######## cache_arbiter ########
==> cache_arbiter/congestion_map.png <==
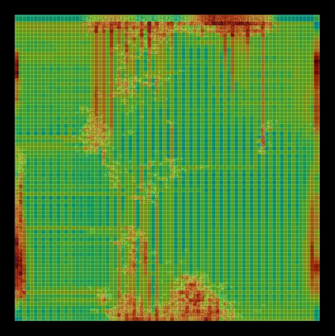

[src/rtl/cache_arbiter_pkg.sv]
// Shared types for the L1-to-memory line arbiter.
//   arb_state_t : arbiter FSM states
//   arb_grant_t : identity of the most recently granted requester
//   rv32i_word  : 32-bit machine word
//   sat_inc32   : saturating 32-bit increment used by event counters
package cache_arbiter_pkg;

    localparam int unsigned LINE_W_DEF = 256;
    localparam int unsigned ADDR_W_DEF = 32;

    typedef logic [31:0] rv32i_word;

    typedef enum logic [1:0] {
        IDLE,
        SERVE_I,
        SERVE_D
    } arb_state_t;

    typedef enum logic {
        GRANT_I,
        GRANT_D
    } arb_grant_t;

    // Holds at all-ones instead of wrapping to zero.
    function automatic rv32i_word sat_inc32(input rv32i_word v);
        return (v == '1) ? v : v + 32'd1;
    endfunction

endpackage

[src/rtl/cache_arbiter.sv]
// cache_arbiter: shares one memory line port between the I-cache miss path
// and the D-cache miss/writeback path. One line transfer at a time, round-robin
// on simultaneous requests, request address/data/op latched at grant.
//
// Ports
//   clk, reset            clock; asynchronous active-high reset
//   i_read/i_address      I-cache line read request (held until i_resp)
//   i_rdata/i_resp        line data and one-cycle completion to I-cache
//   d_read/d_write        D-cache line read / writeback request (held until d_resp)
//   d_address/d_wdata     D-cache line address and writeback line
//   d_rdata/d_resp        line data and one-cycle completion to D-cache
//   mem_read/mem_write    memory strobes (never both high)
//   mem_address/mem_wdata latched transfer address and write line
//   mem_rdata/mem_resp    memory read line and completion pulse
//   contention            saturating count of cycles with both requesters asserting
module cache_arbiter
    import cache_arbiter_pkg::*;
#(
    parameter int unsigned LINE_W = LINE_W_DEF,
    parameter int unsigned ADDR_W = ADDR_W_DEF
) (
    input  logic              clk,
    input  logic              reset,
    input  logic              i_read,
    input  logic [ADDR_W-1:0] i_address,
    output logic [LINE_W-1:0] i_rdata,
    output logic              i_resp,
    input  logic              d_read,
    input  logic              d_write,
    input  logic [ADDR_W-1:0] d_address,
    input  logic [LINE_W-1:0] d_wdata,
    output logic [LINE_W-1:0] d_rdata,
    output logic              d_resp,
    output logic              mem_read,
    output logic              mem_write,
    output logic [ADDR_W-1:0] mem_address,
    output logic [LINE_W-1:0] mem_wdata,
    input  logic [LINE_W-1:0] mem_rdata,
    input  logic              mem_resp,
    output logic [31:0]       contention
);

    arb_state_t        state;
    arb_state_t        state_next;
    arb_grant_t        last_grant;
    logic              i_req;
    logic              d_req;
    logic              grant_i;
    logic              grant_d;
    logic [ADDR_W-1:0] lat_addr;
    logic [LINE_W-1:0] lat_wdata;
    logic              lat_write;

    assign i_req = i_read;
    assign d_req = d_read | d_write;

    // State register
    always_ff @(posedge clk or posedge reset) begin
        if (reset) begin
            state <= IDLE;
        end else begin
            state <= state_next;
        end
    end

    // Next-state and grant decision; grants only happen from IDLE, so every
    // completion is followed by at least one IDLE cycle.
    always_comb begin
        state_next = state;
        grant_i    = 1'b0;
        grant_d    = 1'b0;
        case (state)
            IDLE: begin
                if (i_req && d_req) begin
                    if (last_grant == GRANT_D) grant_i = 1'b1;
                    else                       grant_d = 1'b1;
                end else if (i_req) begin
                    grant_i = 1'b1;
                end else if (d_req) begin
                    grant_d = 1'b1;
                end
                if (grant_i)      state_next = SERVE_I;
                else if (grant_d) state_next = SERVE_D;
            end
            SERVE_I, SERVE_D: begin
                if (mem_resp) state_next = IDLE;
            end
            default: state_next = IDLE;
        endcase
    end

    // Outputs. A D request with both read and write set is served as a write.
    always_comb begin
        mem_read  = 1'b0;
        mem_write = 1'b0;
        i_resp    = 1'b0;
        d_resp    = 1'b0;
        case (state)
            SERVE_I: begin
                mem_read = 1'b1;
                i_resp   = mem_resp;
            end
            SERVE_D: begin
                mem_read  = ~lat_write;
                mem_write = lat_write;
                d_resp    = mem_resp;
            end
            default: ;
        endcase
    end

    assign mem_address = lat_addr;
    assign mem_wdata   = lat_wdata;
    assign i_rdata     = mem_rdata;
    assign d_rdata     = mem_rdata;

    // Request latches: captured on the grant edge, ignored thereafter.
    always_ff @(posedge clk or posedge reset) begin
        if (reset) begin
            last_grant <= GRANT_D;
            lat_addr   <= '0;
            lat_wdata  <= '0;
            lat_write  <= 1'b0;
        end else if (grant_i) begin
            last_grant <= GRANT_I;
            lat_addr   <= i_address;
            lat_write  <= 1'b0;
        end else if (grant_d) begin
            last_grant <= GRANT_D;
            lat_addr   <= d_address;
            lat_wdata  <= d_wdata;
            lat_write  <= d_write;
        end
    end

    always_ff @(posedge clk or posedge reset) begin
        if (reset) begin
            contention <= '0;
        end else if (i_req && d_req) begin
            contention <= sat_inc32(contention);
        end
    end

endmodule

[config.mk]
export PLATFORM = sky130hd
export DESIGN_NAME = cache_arbiter
export DESIGN_NICKNAME = d
export VERILOG_FILES = /design/src/rtl/cache_arbiter_pkg.sv /design/src/rtl/cache_arbiter.sv
export SDC_FILE = /design/constraint.sdc
export NUM_CORES = 1
export LEC_CHECK = 0
export ABC_AREA = 1
export CAP_MARGIN = 20
export CORE_AREA = 2 2 553 555
export DETAILED_ROUTE_END_ITERATION = 10
export DIE_AREA = 0 0 555 557
export SETUP_SLACK_MARGIN = 0.2
export SLEW_MARGIN = 0
export SYNTH_ARGS = -nofsm -noshare
export SYNTH_HDL_FRONTEND = slang
export SYNTH_SLANG_ARGS = --single-unit
[constraint.sdc]
create_clock -name clk -period 10.3 [get_ports clk]
set_clock_uncertainty 0.2 [all_clocks]
set_input_delay 2.06 -clock clk [delete_from_list [all_inputs] [get_ports clk]]
set_output_delay 2.06 -clock clk [all_outputs]
set_load 0.01 [all_outputs]
######## qbu_tx_sched ########
## src/rtl/qbu_tx_sched.sv

```systemverilog
// ============================================================================
// Module   : qbu_tx_sched
// Brief    : Frame-level grant scheduler for the QBU transmit mux.
// Revision : 1.0
// ============================================================================
`default_nettype none

module qbu_tx_sched #(
  parameter int IFG_CYCLES     = 12,
  parameter int MIN_FRAG_BYTES = 60
) (
  input  logic        i_clk,
  input  logic        i_rst,
  input  logic        i_verify_succ,
  input  logic        i_verify_succ_val,
  input  logic        i_emac_req,
  input  logic        i_pmac_req,
  input  logic        i_verify_req,
  input  logic        i_eth_req,
  input  logic        i_beat,
  input  logic        i_last,
  input  logic        i_pmac_crc,
  output logic [3:0]  o_grant,
  output logic        o_preempt_req,
  output logic [1:0]  o_mode,
  output logic        o_busy,
  output logic [15:0] o_preempt_cnt
);

  localparam int GAP_W = (IFG_CYCLES > 1) ? $clog2(IFG_CYCLES) : 1;

  localparam logic [1:0]       c_MODE_VERIFY = 2'b00;
  localparam logic [1:0]       c_MODE_QBU    = 2'b10;
  localparam logic [1:0]       c_MODE_NORMAL = 2'b11;
  localparam logic [3:0]       c_GNT_EMAC    = 4'b0001;
  localparam logic [3:0]       c_GNT_PMAC    = 4'b0010;
  localparam logic [3:0]       c_GNT_VERIFY  = 4'b0100;
  localparam logic [3:0]       c_GNT_ETH     = 4'b1000;
  localparam logic [15:0]      c_MIN_FRAG    = 16'(MIN_FRAG_BYTES);
  localparam logic [15:0]      c_CNT_MAX     = 16'hFFFF;
  localparam logic [GAP_W-1:0] c_GAP_LAST    = GAP_W'(IFG_CYCLES - 1);

  typedef enum logic [2:0] {
    S_IDLE     = 3'd0,
    S_G_EMAC   = 3'd1,
    S_G_PMAC   = 3'd2,
    S_G_VERIFY = 3'd3,
    S_G_ETH    = 3'd4,
    S_GAP      = 3'd5
  } state_t;

  state_t           r_state;
  logic [3:0]       r_grant;
  logic             r_preempt_req;
  logic [1:0]       r_mode;
  logic             r_busy;
  logic [15:0]      r_preempt_cnt;
  logic [15:0]      r_byte_cnt;
  logic [GAP_W-1:0] r_gap_cnt;
  logic             w_end;

  assign w_end = i_beat & i_last;

  always_ff @(posedge i_clk or posedge i_rst) begin
    if (i_rst) begin
      r_state       <= S_IDLE;
      r_grant       <= 4'b0000;
      r_preempt_req <= 1'b0;
      r_mode        <= c_MODE_VERIFY;
      r_busy        <= 1'b0;
      r_preempt_cnt <= 16'd0;
      r_byte_cnt    <= 16'd0;
      r_gap_cnt     <= '0;
    end else begin
      if (i_verify_succ_val) begin
        r_mode <= i_verify_succ ? c_MODE_QBU : c_MODE_NORMAL;
      end

      // Arbitration below reads r_mode, so a same-cycle strobe uses the old mode.
      case (r_state)
        S_IDLE: begin
          case (r_mode)
            c_MODE_VERIFY: begin
              if (i_verify_req) begin
                r_state <= S_G_VERIFY;
                r_grant <= c_GNT_VERIFY;
                r_busy  <= 1'b1;
              end
            end
            c_MODE_QBU: begin
              if (i_emac_req) begin
                r_state <= S_G_EMAC;
                r_grant <= c_GNT_EMAC;
                r_busy  <= 1'b1;
              end else if (i_pmac_req) begin
                r_state    <= S_G_PMAC;
                r_grant    <= c_GNT_PMAC;
                r_busy     <= 1'b1;
                r_byte_cnt <= 16'd0;
              end
            end
            c_MODE_NORMAL: begin
              if (i_emac_req) begin
                r_state <= S_G_EMAC;
                r_grant <= c_GNT_EMAC;
                r_busy  <= 1'b1;
              end else if (i_eth_req) begin
                r_state <= S_G_ETH;
                r_grant <= c_GNT_ETH;
                r_busy  <= 1'b1;
              end
            end
            default: ;
          endcase
        end

        S_G_EMAC, S_G_VERIFY, S_G_ETH: begin
          if (w_end) begin
            r_state   <= S_GAP;
            r_grant   <= 4'b0000;
            r_gap_cnt <= '0;
          end
        end

        S_G_PMAC: begin
          if (i_beat && (r_byte_cnt < c_MIN_FRAG)) begin
            r_byte_cnt <= r_byte_cnt + 16'd1;
          end
          if (w_end) begin
            // Only an mCRC close of a requested preemption counts as one.
            if (r_preempt_req && !i_pmac_crc && (r_preempt_cnt != c_CNT_MAX)) begin
              r_preempt_cnt <= r_preempt_cnt + 16'd1;
            end
            r_preempt_req <= 1'b0;
            r_state       <= S_GAP;
            r_grant       <= 4'b0000;
            r_gap_cnt     <= '0;
          end else if (i_emac_req && (r_byte_cnt >= c_MIN_FRAG)) begin
            r_preempt_req <= 1'b1;
          end
        end

        S_GAP: begin
          if (r_gap_cnt == c_GAP_LAST) begin
            r_state <= S_IDLE;
            r_busy  <= 1'b0;
          end else begin
            r_gap_cnt <= r_gap_cnt + 1'b1;
          end
        end

        default: begin
          r_state <= S_IDLE;
          r_grant <= 4'b0000;
          r_busy  <= 1'b0;
        end
      endcase
    end
  end

  assign o_grant       = r_grant;
  assign o_preempt_req = r_preempt_req;
  assign o_mode        = r_mode;
  assign o_busy        = r_busy;
  assign o_preempt_cnt = r_preempt_cnt;

endmodule

`default_nettype wire
```

## config.mk

```make
export PLATFORM = sky130hd
export DESIGN_NAME = qbu_tx_sched
export DESIGN_NICKNAME = d
export VERILOG_FILES = /design/src/rtl/qbu_tx_sched.sv
export SDC_FILE = /design/constraint.sdc
export NUM_CORES = 1
export LEC_CHECK = 0
export ABC_AREA = 0
export CELL_PAD_IN_SITES_DETAIL_PLACEMENT = 1
export CELL_PAD_IN_SITES_GLOBAL_PLACEMENT = 1
export CORE_MARGIN = 2
export CORE_UTILIZATION = 45
export CTS_CLUSTER_DIAMETER = 50
export DETAILED_ROUTE_END_ITERATION = 6
export PLACE_DENSITY_LB_ADDON = 0.15
export REMOVE_ABC_BUFFERS = 1
export SLEW_MARGIN = 40
export SYNTH_ARGS = -nofsm -noshare
export SYNTH_HDL_FRONTEND = slang
export SYNTH_SLANG_ARGS = --single-unit
```

## constraint.sdc

```tcl
create_clock -name i_clk -period 5.05 [get_ports i_clk]
set_clock_uncertainty 0.2 [all_clocks]
set_input_delay 1.01 -clock i_clk [delete_from_list [all_inputs] [get_ports i_clk]]
set_output_delay 1.01 -clock i_clk [all_outputs]
set_load 0.005 [all_outputs]
```

######## mem_arbiter ########
<file path="src/rtl/mem_arbiter_pkg.sv">
// Shared types and constants for the instruction/data memory arbiter.
package mem_arbiter_pkg;

  typedef enum logic [1:0] {
    OWN_NONE = 2'd0,
    OWN_IF   = 2'd1,
    OWN_D    = 2'd2
  } t_arb_owner;

  localparam int ARB_STARVE_MAX = 4;

endpackage

</file>
<file path="src/rtl/arb_prio.sv">
// Combinational priority select between fetch and data requesters.
module arb_prio (
  input  logic if_req,
  input  logic d_req,
  input  logic if_flush,
  input  logic starve_hit,
  output logic if_gnt,
  output logic d_gnt
);

  // A flush blocks fetch outright; a starved fetch beats data, otherwise data wins.
  always_comb begin
    if_gnt = 1'b0;
    d_gnt  = 1'b0;
    if (if_flush) begin
      d_gnt = d_req;
    end else if (starve_hit && if_req) begin
      if_gnt = 1'b1;
    end else if (d_req) begin
      d_gnt = 1'b1;
    end else if (if_req) begin
      if_gnt = 1'b1;
    end
  end

endmodule

</file>
<file path="src/rtl/mem_arbiter.sv">
// Shares one synchronous-read memory between fetch and load/store, routing
// the 1-cycle read data back to whichever requester owns it.
module mem_arbiter
  import mem_arbiter_pkg::*;
#(
  parameter int ADDR_W     = 32,
  parameter int DATA_W     = 32,
  parameter int STARVE_MAX = ARB_STARVE_MAX
) (
  input  logic                clk,
  input  logic                rst,
  input  logic                if_req,
  input  logic [ADDR_W-1:0]   if_adrs,
  input  logic                if_flush,
  output logic                if_gnt,
  output logic                if_rsp_valid,
  output logic [DATA_W-1:0]   if_rsp_data,
  input  logic                d_req,
  input  logic                d_we,
  input  logic [DATA_W/8-1:0] d_byt_en,
  input  logic [ADDR_W-1:0]   d_adrs,
  input  logic [DATA_W-1:0]   d_wr_data,
  output logic                d_gnt,
  output logic                d_rsp_valid,
  output logic [DATA_W-1:0]   d_rsp_data,
  output logic [ADDR_W-1:0]   mem_adrs_rd,
  output logic [ADDR_W-1:0]   mem_adrs_wr,
  output logic                mem_wr_en,
  output logic [DATA_W/8-1:0] mem_byt_en,
  output logic [DATA_W-1:0]   mem_wr_data,
  input  logic [DATA_W-1:0]   mem_rd_data
);

  localparam int CNT_W = $clog2(STARVE_MAX + 1);

  t_arb_owner        rsp_owner;
  logic [CNT_W-1:0]  starve_cnt;
  logic              starve_hit;
  logic              store_gnt;
  logic              load_gnt;
  logic [ADDR_W-1:0] last_rd_adrs;
  logic [ADDR_W-1:0] last_wr_adrs;

  assign starve_hit = (starve_cnt == CNT_W'(STARVE_MAX));

  // Requests are masked while reset is held so no grant or strobe leaks out.
  arb_prio u_prio (
    .if_req     (if_req && rst),
    .d_req      (d_req && rst),
    .if_flush   (if_flush),
    .starve_hit (starve_hit),
    .if_gnt     (if_gnt),
    .d_gnt      (d_gnt)
  );

  assign store_gnt = d_gnt && d_we;
  assign load_gnt  = d_gnt && !d_we;

  // Addresses are live in the grant cycle and otherwise hold the last one issued.
  always_comb begin
    mem_adrs_rd = last_rd_adrs;
    if (if_gnt) begin
      mem_adrs_rd = if_adrs;
    end else if (load_gnt) begin
      mem_adrs_rd = d_adrs;
    end
    mem_adrs_wr = store_gnt ? d_adrs : last_wr_adrs;
    mem_wr_en   = store_gnt;
    mem_byt_en  = store_gnt ? d_byt_en : '0;
    mem_wr_data = store_gnt ? d_wr_data : '0;
  end

  always_ff @(posedge clk or negedge rst) begin
    if (!rst) begin
      rsp_owner    <= OWN_NONE;
      starve_cnt   <= '0;
      last_rd_adrs <= '0;
      last_wr_adrs <= '0;
    end else begin
      if (if_gnt) begin
        last_rd_adrs <= if_adrs;
      end else if (load_gnt) begin
        last_rd_adrs <= d_adrs;
      end
      if (store_gnt) begin
        last_wr_adrs <= d_adrs;
      end

      if (if_gnt) begin
        rsp_owner <= OWN_IF;
      end else if (load_gnt) begin
        rsp_owner <= OWN_D;
      end else begin
        rsp_owner <= OWN_NONE;
      end

      if (if_flush || !if_req || if_gnt) begin
        starve_cnt <= '0;
      end else if (!starve_hit) begin
        starve_cnt <= starve_cnt + 1'b1;
      end
    end
  end

  // A flush landing on the fetch response cycle drops that instruction for good.
  assign if_rsp_valid = (rsp_owner == OWN_IF) && !if_flush;
  assign d_rsp_valid  = (rsp_owner == OWN_D);
  assign if_rsp_data  = if_rsp_valid ? mem_rd_data : '0;
  assign d_rsp_data   = d_rsp_valid ? mem_rd_data : '0;

endmodule

</file>
<file path="config.mk">
export PLATFORM = sky130hd
export DESIGN_NAME = mem_arbiter
export DESIGN_NICKNAME = d
export VERILOG_FILES = /design/src/rtl/mem_arbiter_pkg.sv /design/src/rtl/arb_prio.sv /design/src/rtl/mem_arbiter.sv
export SDC_FILE = /design/constraint.sdc
export NUM_CORES = 1
export LEC_CHECK = 0
export CORE_AREA = 5 5 115 117
export DETAILED_ROUTE_END_ITERATION = 7
export DIE_AREA = 0 0 120 122
export DONT_BUFFER_PORTS = 1
export GPL_TIMING_DRIVEN = 0
export MAX_ROUTING_LAYER = met4
export PLACE_DENSITY = 0.46
export SLEW_MARGIN = 15
export SYNTH_ARGS = -nofsm -noshare
export SYNTH_HDL_FRONTEND = slang
export SYNTH_SLANG_ARGS = --single-unit
</file>
<file path="constraint.sdc">
create_clock -name clk -period 3 [get_ports clk]
set_input_delay 0.6 -clock clk [delete_from_list [all_inputs] [get_ports clk]]
set_output_delay 0.6 -clock clk [all_outputs]
set_load 0.02 [all_outputs]
</file>
######## trem_lfo_flat ########
<file path="src/rtl/trem_lfo_if.sv">
// Sample-stream and control bundle for the tremolo block.
// The master drives control and input samples; the slave returns output samples.
interface trem_lfo_if #(
  parameter int DATA_W = 32,
  parameter int GAIN_W = 8
);
  logic                     en;
  logic [3:0]               options;
  logic                     shape;
  logic [GAIN_W-1:0]        depth;
  logic                     x_valid;
  logic signed [DATA_W-1:0] x;
  logic                     y_valid;
  logic signed [DATA_W-1:0] y;

  modport master (
    output en, options, shape, depth, x_valid, x,
    input  y_valid, y
  );

  modport slave (
    input  en, options, shape, depth, x_valid, x,
    output y_valid, y
  );
endinterface

</file>
<file path="src/rtl/trem_lfo.sv">
// Tremolo: amplitude-modulates a signed sample stream with an internal LFO.
// A phase accumulator advances once per accepted sample, so the LFO rate is
// tied to the sample rate. The path is a fixed two-stage pipeline:
// stage 1 captures the sample and its gain, and stage 2 scales the sample.
// PHASE_W-1 must be >= GAIN_W so the triangle slice fits below the phase MSB.
module trem_lfo #(
  parameter int DATA_W    = 32,
  parameter int PHASE_W   = 16,
  parameter int GAIN_W    = 8,
  parameter int RATE_BASE = 1
) (
  input  logic     clk_48,
  input  logic     rst,
  trem_lfo_if.slave bus
);

  localparam int                 PROD_W   = DATA_W + GAIN_W + 1;
  localparam logic [GAIN_W-1:0]  MAX      = '1;
  localparam logic [PHASE_W-1:0] RATE_INC = PHASE_W'(RATE_BASE);

  logic [PHASE_W-1:0]       phase_q, phase_d;
  logic                     v1_q, v1_d;
  logic signed [DATA_W-1:0] x1_q, x1_d;
  logic [GAIN_W-1:0]        gain1_q, gain1_d;
  logic                     byp1_q, byp1_d;
  logic signed [DATA_W-1:0] y_q, y_d;
  logic                     y_valid_q, y_valid_d;

  logic [GAIN_W-1:0]        tri_t;
  logic [GAIN_W-1:0]        lfo;
  logic [2*GAIN_W-1:0]      depth_ext;
  logic [2*GAIN_W-1:0]      inv_ext;
  logic [GAIN_W-1:0]        gain_c;
  logic [PHASE_W-1:0]       inc;
  logic signed [PROD_W-1:0] x_ext;
  logic signed [PROD_W-1:0] g_ext;

  // LFO shape and gain, taken from the phase before this sample's increment.
  always_comb begin
    tri_t = phase_q[PHASE_W-2 -: GAIN_W];
    if (bus.shape) begin
      lfo = phase_q[PHASE_W-1] ? '0 : MAX;
    end else begin
      lfo = phase_q[PHASE_W-1] ? ~tri_t : tri_t;
    end
    depth_ext = {{GAIN_W{1'b0}}, bus.depth};
    inv_ext   = {{GAIN_W{1'b0}}, MAX - lfo};
    // Depth scales how far the gain dips below MAX; the top half of the
    // product keeps the result in 1..MAX.
    gain_c    = MAX - GAIN_W'((depth_ext * inv_ext) >> GAIN_W);
  end

  // Phase step: advance only on a one-hot rate select; bypass parks it at 0.
  always_comb begin
    // NOTE: every variable in a combinational block gets a default first, so
    // no path leaves it unassigned and no latch is inferred.
    inc     = '0;
    phase_d = phase_q;
    for (int k = 0; k < 4; k++) begin
      if (bus.options[k]) inc = RATE_INC << k;
    end
    if (!bus.en) begin
      phase_d = '0;
    end else if (bus.x_valid && $onehot(bus.options)) begin
      phase_d = phase_q + inc;
    end
  end

  // Stage-1 capture: sample, gain and bypass flag travel together.
  always_comb begin
    v1_d    = bus.x_valid;
    x1_d    = x1_q;
    gain1_d = gain1_q;
    byp1_d  = byp1_q;
    if (bus.x_valid) begin
      x1_d    = bus.x;
      gain1_d = gain_c;
      byp1_d  = !bus.en;
    end
  end

  // Stage-2 scale: floor-rounded signed product; y holds between samples.
  always_comb begin
    x_ext     = PROD_W'(x1_q);
    g_ext     = PROD_W'($signed({1'b0, gain1_q}));
    y_valid_d = v1_q;
    y_d       = y_q;
    if (v1_q) begin
      y_d = byp1_q ? x1_q : DATA_W'((x_ext * g_ext) >>> GAIN_W);
    end
  end

  // Pipeline and phase registers with synchronous reset; a reset drops any
  // sample in flight.
  always_ff @(posedge clk_48) begin
    // NOTE: non-blocking assignments make every flop sample the pre-edge
    // values, so register order inside this block does not matter.
    if (rst) begin
      phase_q   <= '0;
      v1_q      <= 1'b0;
      x1_q      <= '0;
      gain1_q   <= '0;
      byp1_q    <= 1'b0;
      y_q       <= '0;
      y_valid_q <= 1'b0;
    end else begin
      phase_q   <= phase_d;
      v1_q      <= v1_d;
      x1_q      <= x1_d;
      gain1_q   <= gain1_d;
      byp1_q    <= byp1_d;
      y_q       <= y_d;
      y_valid_q <= y_valid_d;
    end
  end

  assign bus.y       = y_q;
  assign bus.y_valid = y_valid_q;

endmodule

</file>
<file path="src/flat_wrapper.sv">
// flat-port wrapper written by rule: the top's interface ports become plain ports
module trem_lfo_flat 
#(
  parameter int DATA_W    = 32,
  parameter int PHASE_W   = 16,
  parameter int GAIN_W    = 8,
  parameter int RATE_BASE = 1
)
  (clk_48, rst, bus_en, bus_options, bus_shape, bus_depth, bus_x_valid, bus_x, bus_y_valid, bus_y);
  trem_lfo_if #(.DATA_W(DATA_W), .GAIN_W(GAIN_W)) bus_i ();
  input  logic clk_48;
  input  logic rst;
  input wire logic [$bits(bus_i.en)-1:0] bus_en;
  input wire logic [$bits(bus_i.options)-1:0] bus_options;
  input wire logic [$bits(bus_i.shape)-1:0] bus_shape;
  input wire logic [$bits(bus_i.depth)-1:0] bus_depth;
  input wire logic [$bits(bus_i.x_valid)-1:0] bus_x_valid;
  input wire logic [$bits(bus_i.x)-1:0] bus_x;
  output wire logic [$bits(bus_i.y_valid)-1:0] bus_y_valid;
  output wire logic [$bits(bus_i.y)-1:0] bus_y;
  assign bus_i.en = bus_en;
  assign bus_i.options = bus_options;
  assign bus_i.shape = bus_shape;
  assign bus_i.depth = bus_depth;
  assign bus_i.x_valid = bus_x_valid;
  assign bus_i.x = bus_x;
  assign bus_y_valid = bus_i.y_valid;
  assign bus_y = bus_i.y;
  trem_lfo #(.DATA_W(DATA_W), .PHASE_W(PHASE_W), .GAIN_W(GAIN_W), .RATE_BASE(RATE_BASE)) u_core (.clk_48(clk_48), .rst(rst), .bus(bus_i));
endmodule
</file>
<file path="config.mk">
export PLATFORM = sky130hd
export DESIGN_NAME = trem_lfo_flat
export DESIGN_NICKNAME = d
export VERILOG_FILES = /design/src/rtl/trem_lfo_if.sv /design/src/rtl/trem_lfo.sv /design/src/flat_wrapper.sv
export SDC_FILE = /design/constraint.sdc
export NUM_CORES = 1
export LEC_CHECK = 0
export CAP_MARGIN = 20
export CORE_UTILIZATION = 55
export DETAILED_ROUTE_END_ITERATION = 10
export PLACE_DENSITY = 0.77
export SLEW_MARGIN = 0
export SYNTH_ARGS = -nofsm -noshare
export SYNTH_HDL_FRONTEND = slang
export SYNTH_SLANG_ARGS = --single-unit
</file>
<file path="constraint.sdc">
create_clock -name clk_48 -period 5.83 [get_ports clk_48]
set_clock_uncertainty 0.05 [all_clocks]
set_input_delay 0.8745 -clock clk_48 [delete_from_list [all_inputs] [get_ports clk_48]]
set_output_delay 0.8745 -clock clk_48 [all_outputs]
set_load 0.02 [all_outputs]
</file>
==> qbu_tx_sched/gates.png <==
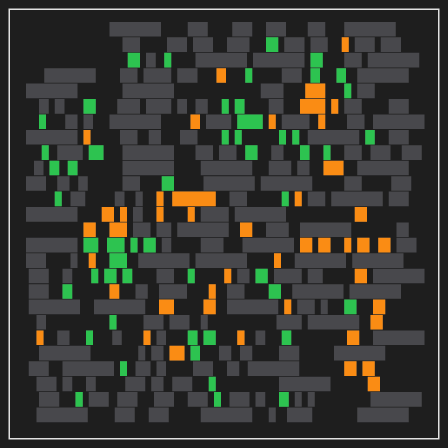
nor cells: shown in orange, cells 45. nand cells: shown in green, cells 52.
combinational share of cell area: 38.4%
Layout Cells excl Fill: 335
Commonest Layout Cell: dfrtp_1

==> impl_metrics.ini, qbu_tx_sched <==
; generated from flow reports
[setup_path]
worstPathArrival_ps = 3010
r2r_end = o_preempt_cnt[14]
worstPathRequired_ps = 5040
r2r_cells = 5

[yosys]
yosys_area_sq_mm = 0.00230
top_cells_by_count = dfrtp_1, nand2_1, nor2_1
flop_cell = dfrtp_1
mux_area_share_pct = 3.32
ys_async_sr_fraction_pct = 100

[finish]
n_clock_buffer = 5
num-nonclk-buffers = 34

[sta]
timing.final.crit_share_pct = 59.7
fin_setup_tns_ps = 0
slew_headroom_pct = 58.6

[place]
place_congestion = 0.755
dp.final_hpwl_um = 3650
port-buffer-count = 34

[floorplan]
die_h_um = 75.5
fp.dieW_um = 75.5

[power_and_ir_drop]
vdd_drop_max_mv = 0.173
p_sw_share_pct = 32.1
power_combinational_mw = 0.220
internal_power_mw = 0.630

[clock_tree]
cts_root_buffer = clkbuf_8
cts_max_path_buffers = 2
insertion_delay_ps = 300

[global_routing]
grt_util_met1_pct = 25.1
top_usage_layer = met2
grt_max_degree = 48

[routing]
routed_wl_um = 5030
ant_nets = 0
drt_iter0_drc = 71
drc = 0
avgViaCountPerCell = 5.39

[flow_run]
drv_cap = 0

[run_status]
outcome = finished clean
==> qbu_tx_sched: state kept, by name (all words and copies together) (netlist names) <==
signal	flops
o_busy	1
o_preempt_req	1
o_preempt_cnt	16
o_mode	2
o_grant	4
r_byte_cnt	16
r_gap_cnt	4
r_state	3
==> qbu_tx_sched: stage by stage <==
stage / hold slack (ps) / cells / power (mW)
2_1_floorplan: 246 / 223 / 0.620
3_3_place_gp: 256 / 327 / 0.703
3_5_place_dp: 263 / 327 / 0.712
4_1_cts: 284 / 335 / 0.945
5_1_grt: 328 / 335 / 0.999
6_report: 276 / 335 / 0.928
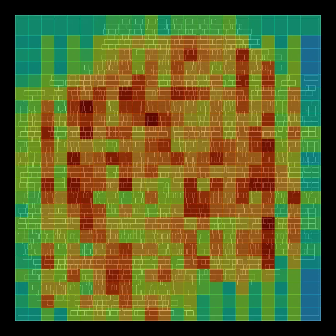
(trem_lfo_flat/congestion_map.png)
GR Layer Usage met1: 33.9%
met2 GRT Util: 46.3%

==> trem_lfo_flat/layers.png <==
Scale bar: 50 um. Only two layers are drawn.
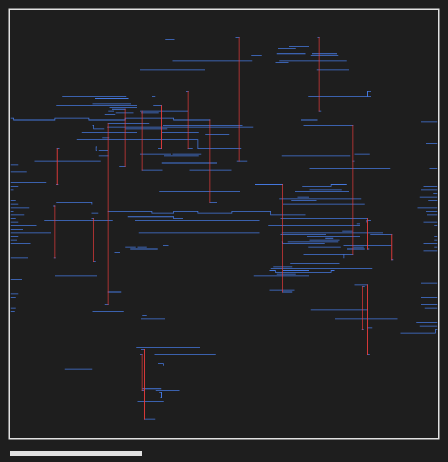
M3: shown in blue, wire length 2,070 um. M4: shown in red, wire length 501 um.
drt total wl: 32,100 um
drt wl/cell: 15.8 um

==> impl_metrics.ini, trem_lfo_flat <==
; generated from flow reports
[power_and_ir_drop]
sequentialPowerShare_pct = 21.7
top_power_group = combinational logic
p_sw_share_pct = 46.3

[global_routing]
grt_overflow = 0
top_usage_layer = met2

[floorplan]
fp.dieW_um = 162
die_area_sq_mm = 0.0264
die_h_um = 162
coreArea_sq_mm = 0.0253

[sta]
grt_setup_unrepaired = no
timing.final.crit_share_pct = 93.3

[place]
place_congestion = 0.901

[finish]
fill_cells = 2102
seqAreaFraction_pct = 11.5
nonClkBufAreaFrac_pct = 8.11

[routing]
top_layer_used = met4

[setup_path]
cp_cell_sequence = buf_4 -> and2_1 -> fa_1 -> fa_1 -> fa_1 -> inv_1 -> fa_1 -> inv_1 -> ha_1 -> a21o_1 -> a21o_1 -> a21oi_1 -> nor3_1 -> a2111oi_0 -> nand2_1 -> a31oi_1 -> xnor2_1 -> a211oi_1

[run_status]
outcome = finished clean
-- trem_lfo_flat: logic make-up (layout without fill, tap and decap cells) --
family,count (synthesis),count (layout),synth area share [%]
AOI/OAI and AO/OA,165,165,7.99
adders and majority gates,349,349,43.1
buffers and inverters,390,457,10.4
muxes,46,46,3.27
and+or+nand+nor,527,527,18.5
DFF,91,91,12.9
xor gates and xnor gates,62,62,3.83
-- trem_lfo_flat: what timing repair did --
item                                    CTS  global route
resized                                   0             7
buffers inserted                          0             3
endpoints found under the setup margin    0            14
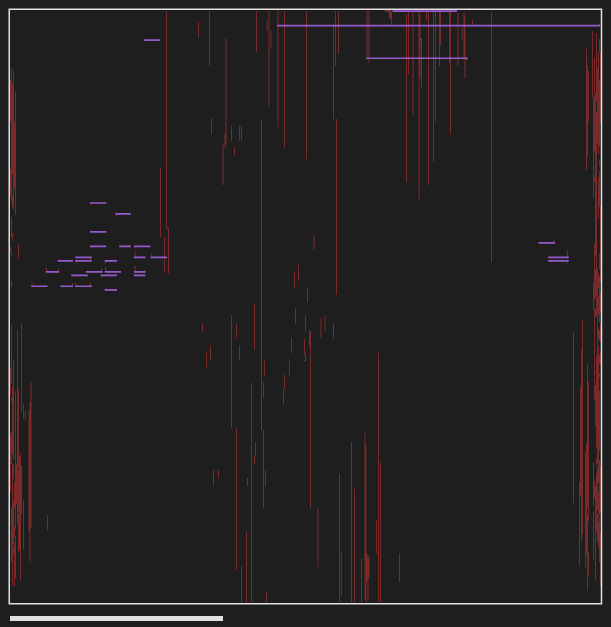
(cache_arbiter/layers.png)
Scale bar: 200 um. Only two layers are drawn.
M5: shown in purple, wire length 800 um. M4: shown in red, wire length 12,900 um.
drt wl/cell: 31.0 um
Tot GR Track Use: 12.1%
via count: 14,800
drt total wl: 195,000 um

Notes on cache_arbiter/congestion_map.png above:
GRT Max-Usage Layer: met3
final core utilization: 8.62%
met2 GRT Util: 16.1%
GR Layer Usage met1: 7.36%
met3 Resource Use GR: 19.3%

==> impl_metrics.ini, cache_arbiter <==
; generated from flow reports
[run_status]
outcome = finished clean

[yosys]
syn-instance-count = 2136
synth_top_area_share_pct = 46.8
mux_area_share_pct = 0
synth_top_cell_by_area = dfrtp_1

[sta]
holdWs_ps = 275
maxSlewViolCount = 0
setup_viol = 0
slew_headroom_pct = 35.1

[clock_tree]
h-tree-depth = 2
cts_hold_buf = 0
cts_max_path_buffers = 3
cts_num_sinks = 324
cts_setup_buffers = 0

[setup_path]
cp_cell_sequence = clkdlybuf4s50_1 -> nand2_1 -> inv_1 -> clkdlybuf4s50_1
crit_path_max_fanout = 3
timing_worst_setup_path_type = in -> out
r2r_cells = 7

[routing]
drc = 0
top_layer_used = met5

[finish]
nMultiInputCombCells = 1185
comb_share_pct = 18.4
area_growth_pct = 51.6
seqAreaFraction_pct = 30.9
mostFrequentLayoutCells = nand2_1, clkdlybuf4s50_1, dfrtp_1
n_clock_buffer = 64

[floorplan]
die_area_sq_mm = 0.309

[power_and_ir_drop]
power_frac_clock_pct = 21.6
sequentialPowerShare_pct = 29.1
power_mw = 7.65
==> cache_arbiter: state kept, by name, indices dropped and copies added, names as in the netlist <==
| name | cells |
|---|---|
| contention | 32 |
| lat_write | 1 |
| mem_wdata | 256 |
| last_grant | 1 |
| state | 2 |
| mem_address | 32 |
==> cache_arbiter: power by group through the flow <==
stage | combinational, mW | sequential, mW | clock [mW]
finish | 3.77 | 2.22 | 1.66
global route | 4.13 | 2.29 | 1.76
CTS | 3.89 | 2.22 | 1.74
detailed placement | 3.86 | 2.22 | 0
global placement | 3.89 | 2.22 | 0
floorplan | 1.14 | 2.42 | 0
==> mem_arbiter/layers.png <==
Scale bar: 20 um. Only two layers are drawn.
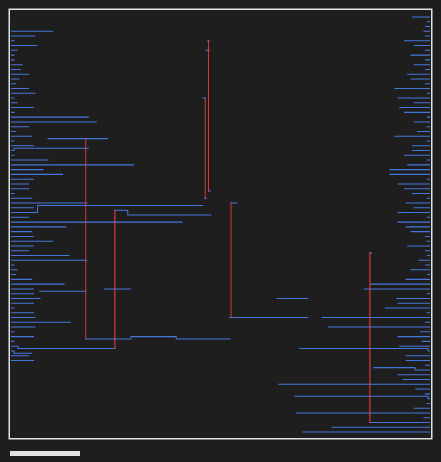
M3: shown in blue, wire length 1,450 um. M4: shown in red, wire length 249 um.
drt total wl: 14,000 um
drt wl/cell: 25.0 um
via count: 3,110
Tot GR Track Use: 18.9%

==> impl_metrics.ini, mem_arbiter <==
; generated from flow reports
[run_status]
outcome = finished clean

[sta]
layout_setup_ws_ps = 159
holdWs_ps = 160
maxSlewViolCount = 0
slew_headroom_pct = 49.8
fin_setup_tns_ps = 0

[yosys]
syn_area_sq_mm = 0.00390
synth-compound-area-share_pct = 9.66
top_cells_by_count = and2_1, dfrtp_1, nor3_1
synth_flop_count = 69
yosys.cell_count.top_type = and2_1
top_logic_kind = simple AND/OR/NAND/NOR gates

[setup_path]
r2r_end = last_rd_adrs[3]
r2r_slack_ps = 960
cp-endpoint = mem_adrs_rd[3]
crit_family = simple AND/OR/NAND/NOR gates
cpPeakStageDelay_ps = 400
r2r_cells = 7
crit_path_max_fanout = 10
worstPathRequired_ps = 2400

[clock_tree]
h-tree-depth = 3
cts_root_buffer = clkbuf_16
insertion_delay_ps = 340
cts-buffers-inserted = 9

[finish]
seqAreaFraction_pct = 36.9
n_clock_buffer = 12
mostFrequentLayoutCells = and2_1, dfrtp_1, nor3_1
regArea_sq_mm = 0.00173
fin_cells = 562
nets = 549
n_antenna_cell = 0

[global_routing]
top_usage_layer = met2
grt_pass1_wl_um = 20000
grtUsageMet3_pct = 7.99
grt_util_met1_pct = 20.2
grt_overflow = 0

[min_path]
min_path_type = in -> async

[power_and_ir_drop]
leakagePower_nw = 1.87
p_comb_share_pct = 25.5
power_frac_clock_pct = 33.7
clk-power_mw = 0.936

[flow_run]
drv_cap = 0

[place]
place_congestion = 0.811
==> mem_arbiter: timing repair <==
item,in CTS,in global routing
setup buffers,4,1
pin swaps,3,3
hold buffers,1,0
resized,32,28
endpoints found under the setup margin,67,83
hold endpoints to repair,69,0
==> mem_arbiter: stage by stage <==
step	util [%]	total power [mW]	area, sq um
3_3_place_gp	33.3	1.76	4090
5_1_grt	38.2	2.92	4680
2_1_floorplan	-	1.66	3900
3_5_place_dp	33.3	1.77	4090
4_1_cts	37.5	2.81	4600
6_report	38.2	2.78	4680

==> layout pictures side by side <==
Placed cells, one color a class.
shot_01.png
Scale bar: 200 um.
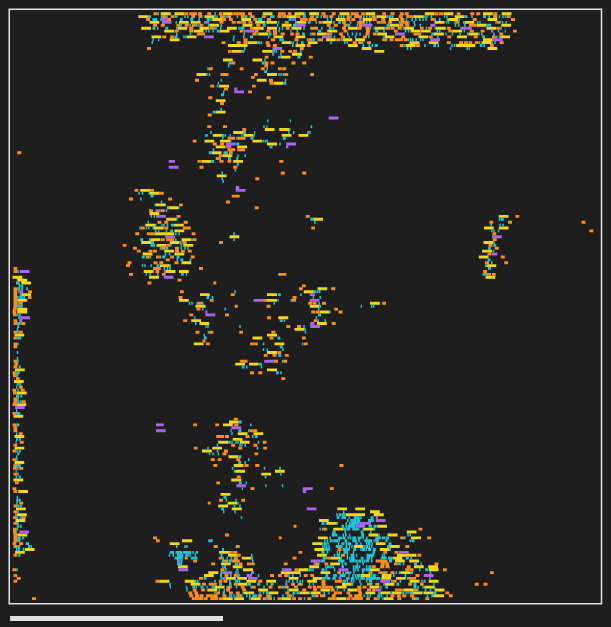
shot_02.png
Scale bar: 50 um.
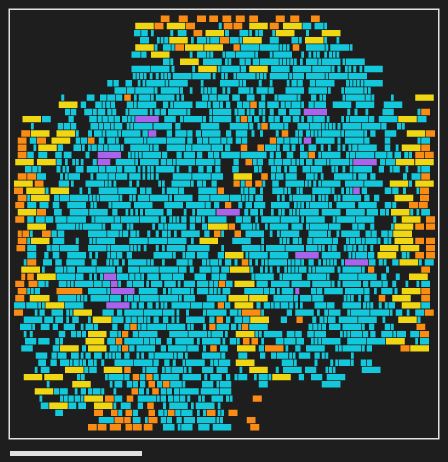
shot_03.png
Scale bar: 20 um.
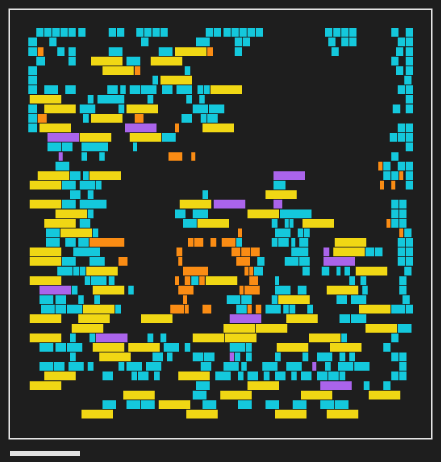
shot_04.png
Scale bar: 20 um.
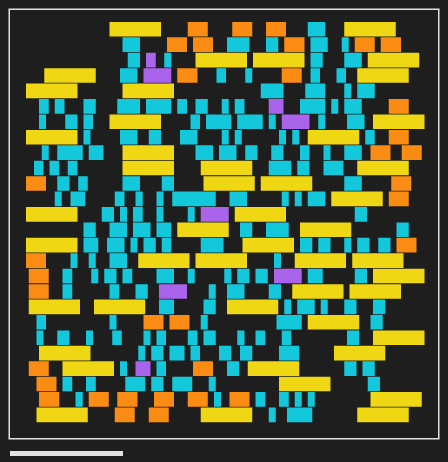
- most sequential cells: shot_01.png
trem_lfo_flat: shot_02.png
qbu_tx_sched: shot_04.png
cache_arbiter: shot_01.png
mem_arbiter: shot_03.png

Key to shot_02.png:
remaining logic cells: shown in cyan, cells 1,451, share of their area 78%. remaining buffers and delay cells: shown in orange, cells 139, share of their area 8.3%. clock drivers and dummy loads: shown in purple, cells 16, share of their area 1.9%. registers: shown in yellow, cells 91, share of their area 12%.



==> notes/layouts.md <==
Pictures saved along the way, in no particular order.

Register map, names as in the netlist.
(a)
Scale bar: 50 um. Other sequential cells in the stronger gray, the rest of the logic in the fainter gray.
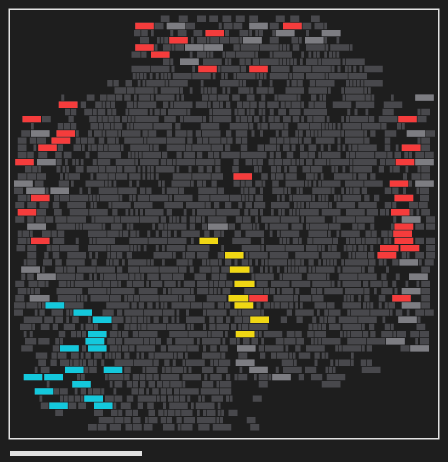
(b)
Scale bar: 20 um. Other sequential cells in the stronger gray, the rest of the logic in the fainter gray.
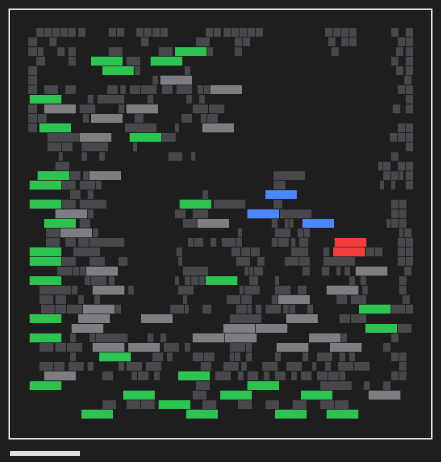
(c)
Scale bar: 20 um. Other sequential cells in the stronger gray, the rest of the logic in the fainter gray.
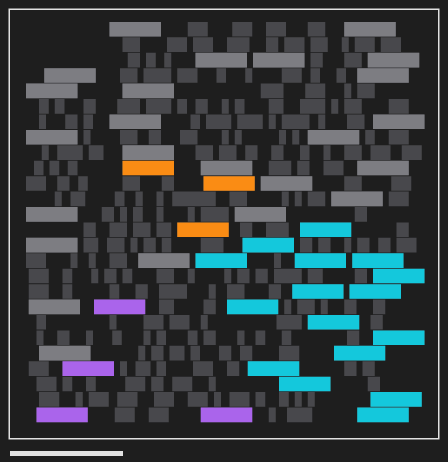
(d)
Scale bar: 200 um. Other sequential cells in the stronger gray, the rest of the logic in the fainter gray.
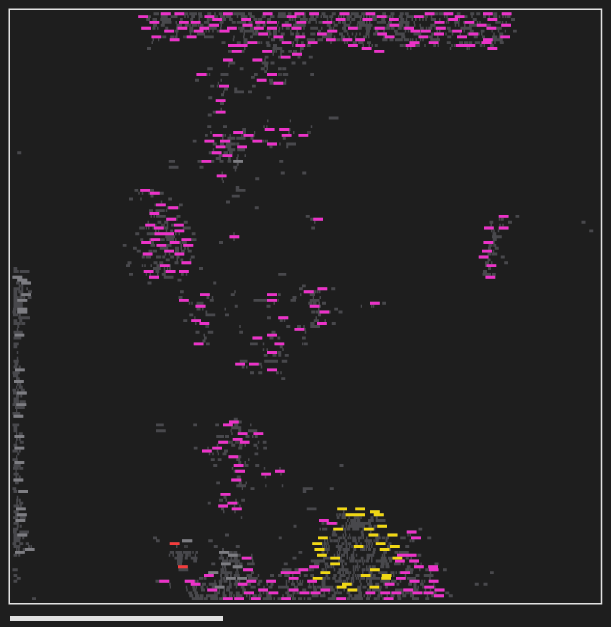
- fewest sequential cells: (c)
- most sequential cells: (d)
- qbu_tx_sched = (c)
- mem_arbiter = (b)
- cache_arbiter = (d)
- trem_lfo_flat = (a)

Key to (b):
`starve_cnt`: shown in blue, flops 3. `last_wr_adrs`: shown in green, flops 32, where all over the die. `rsp_owner`: shown in red, flops 2.
Another 32 sequential cells are not colored.

Power and IR drop assume default switching activity.
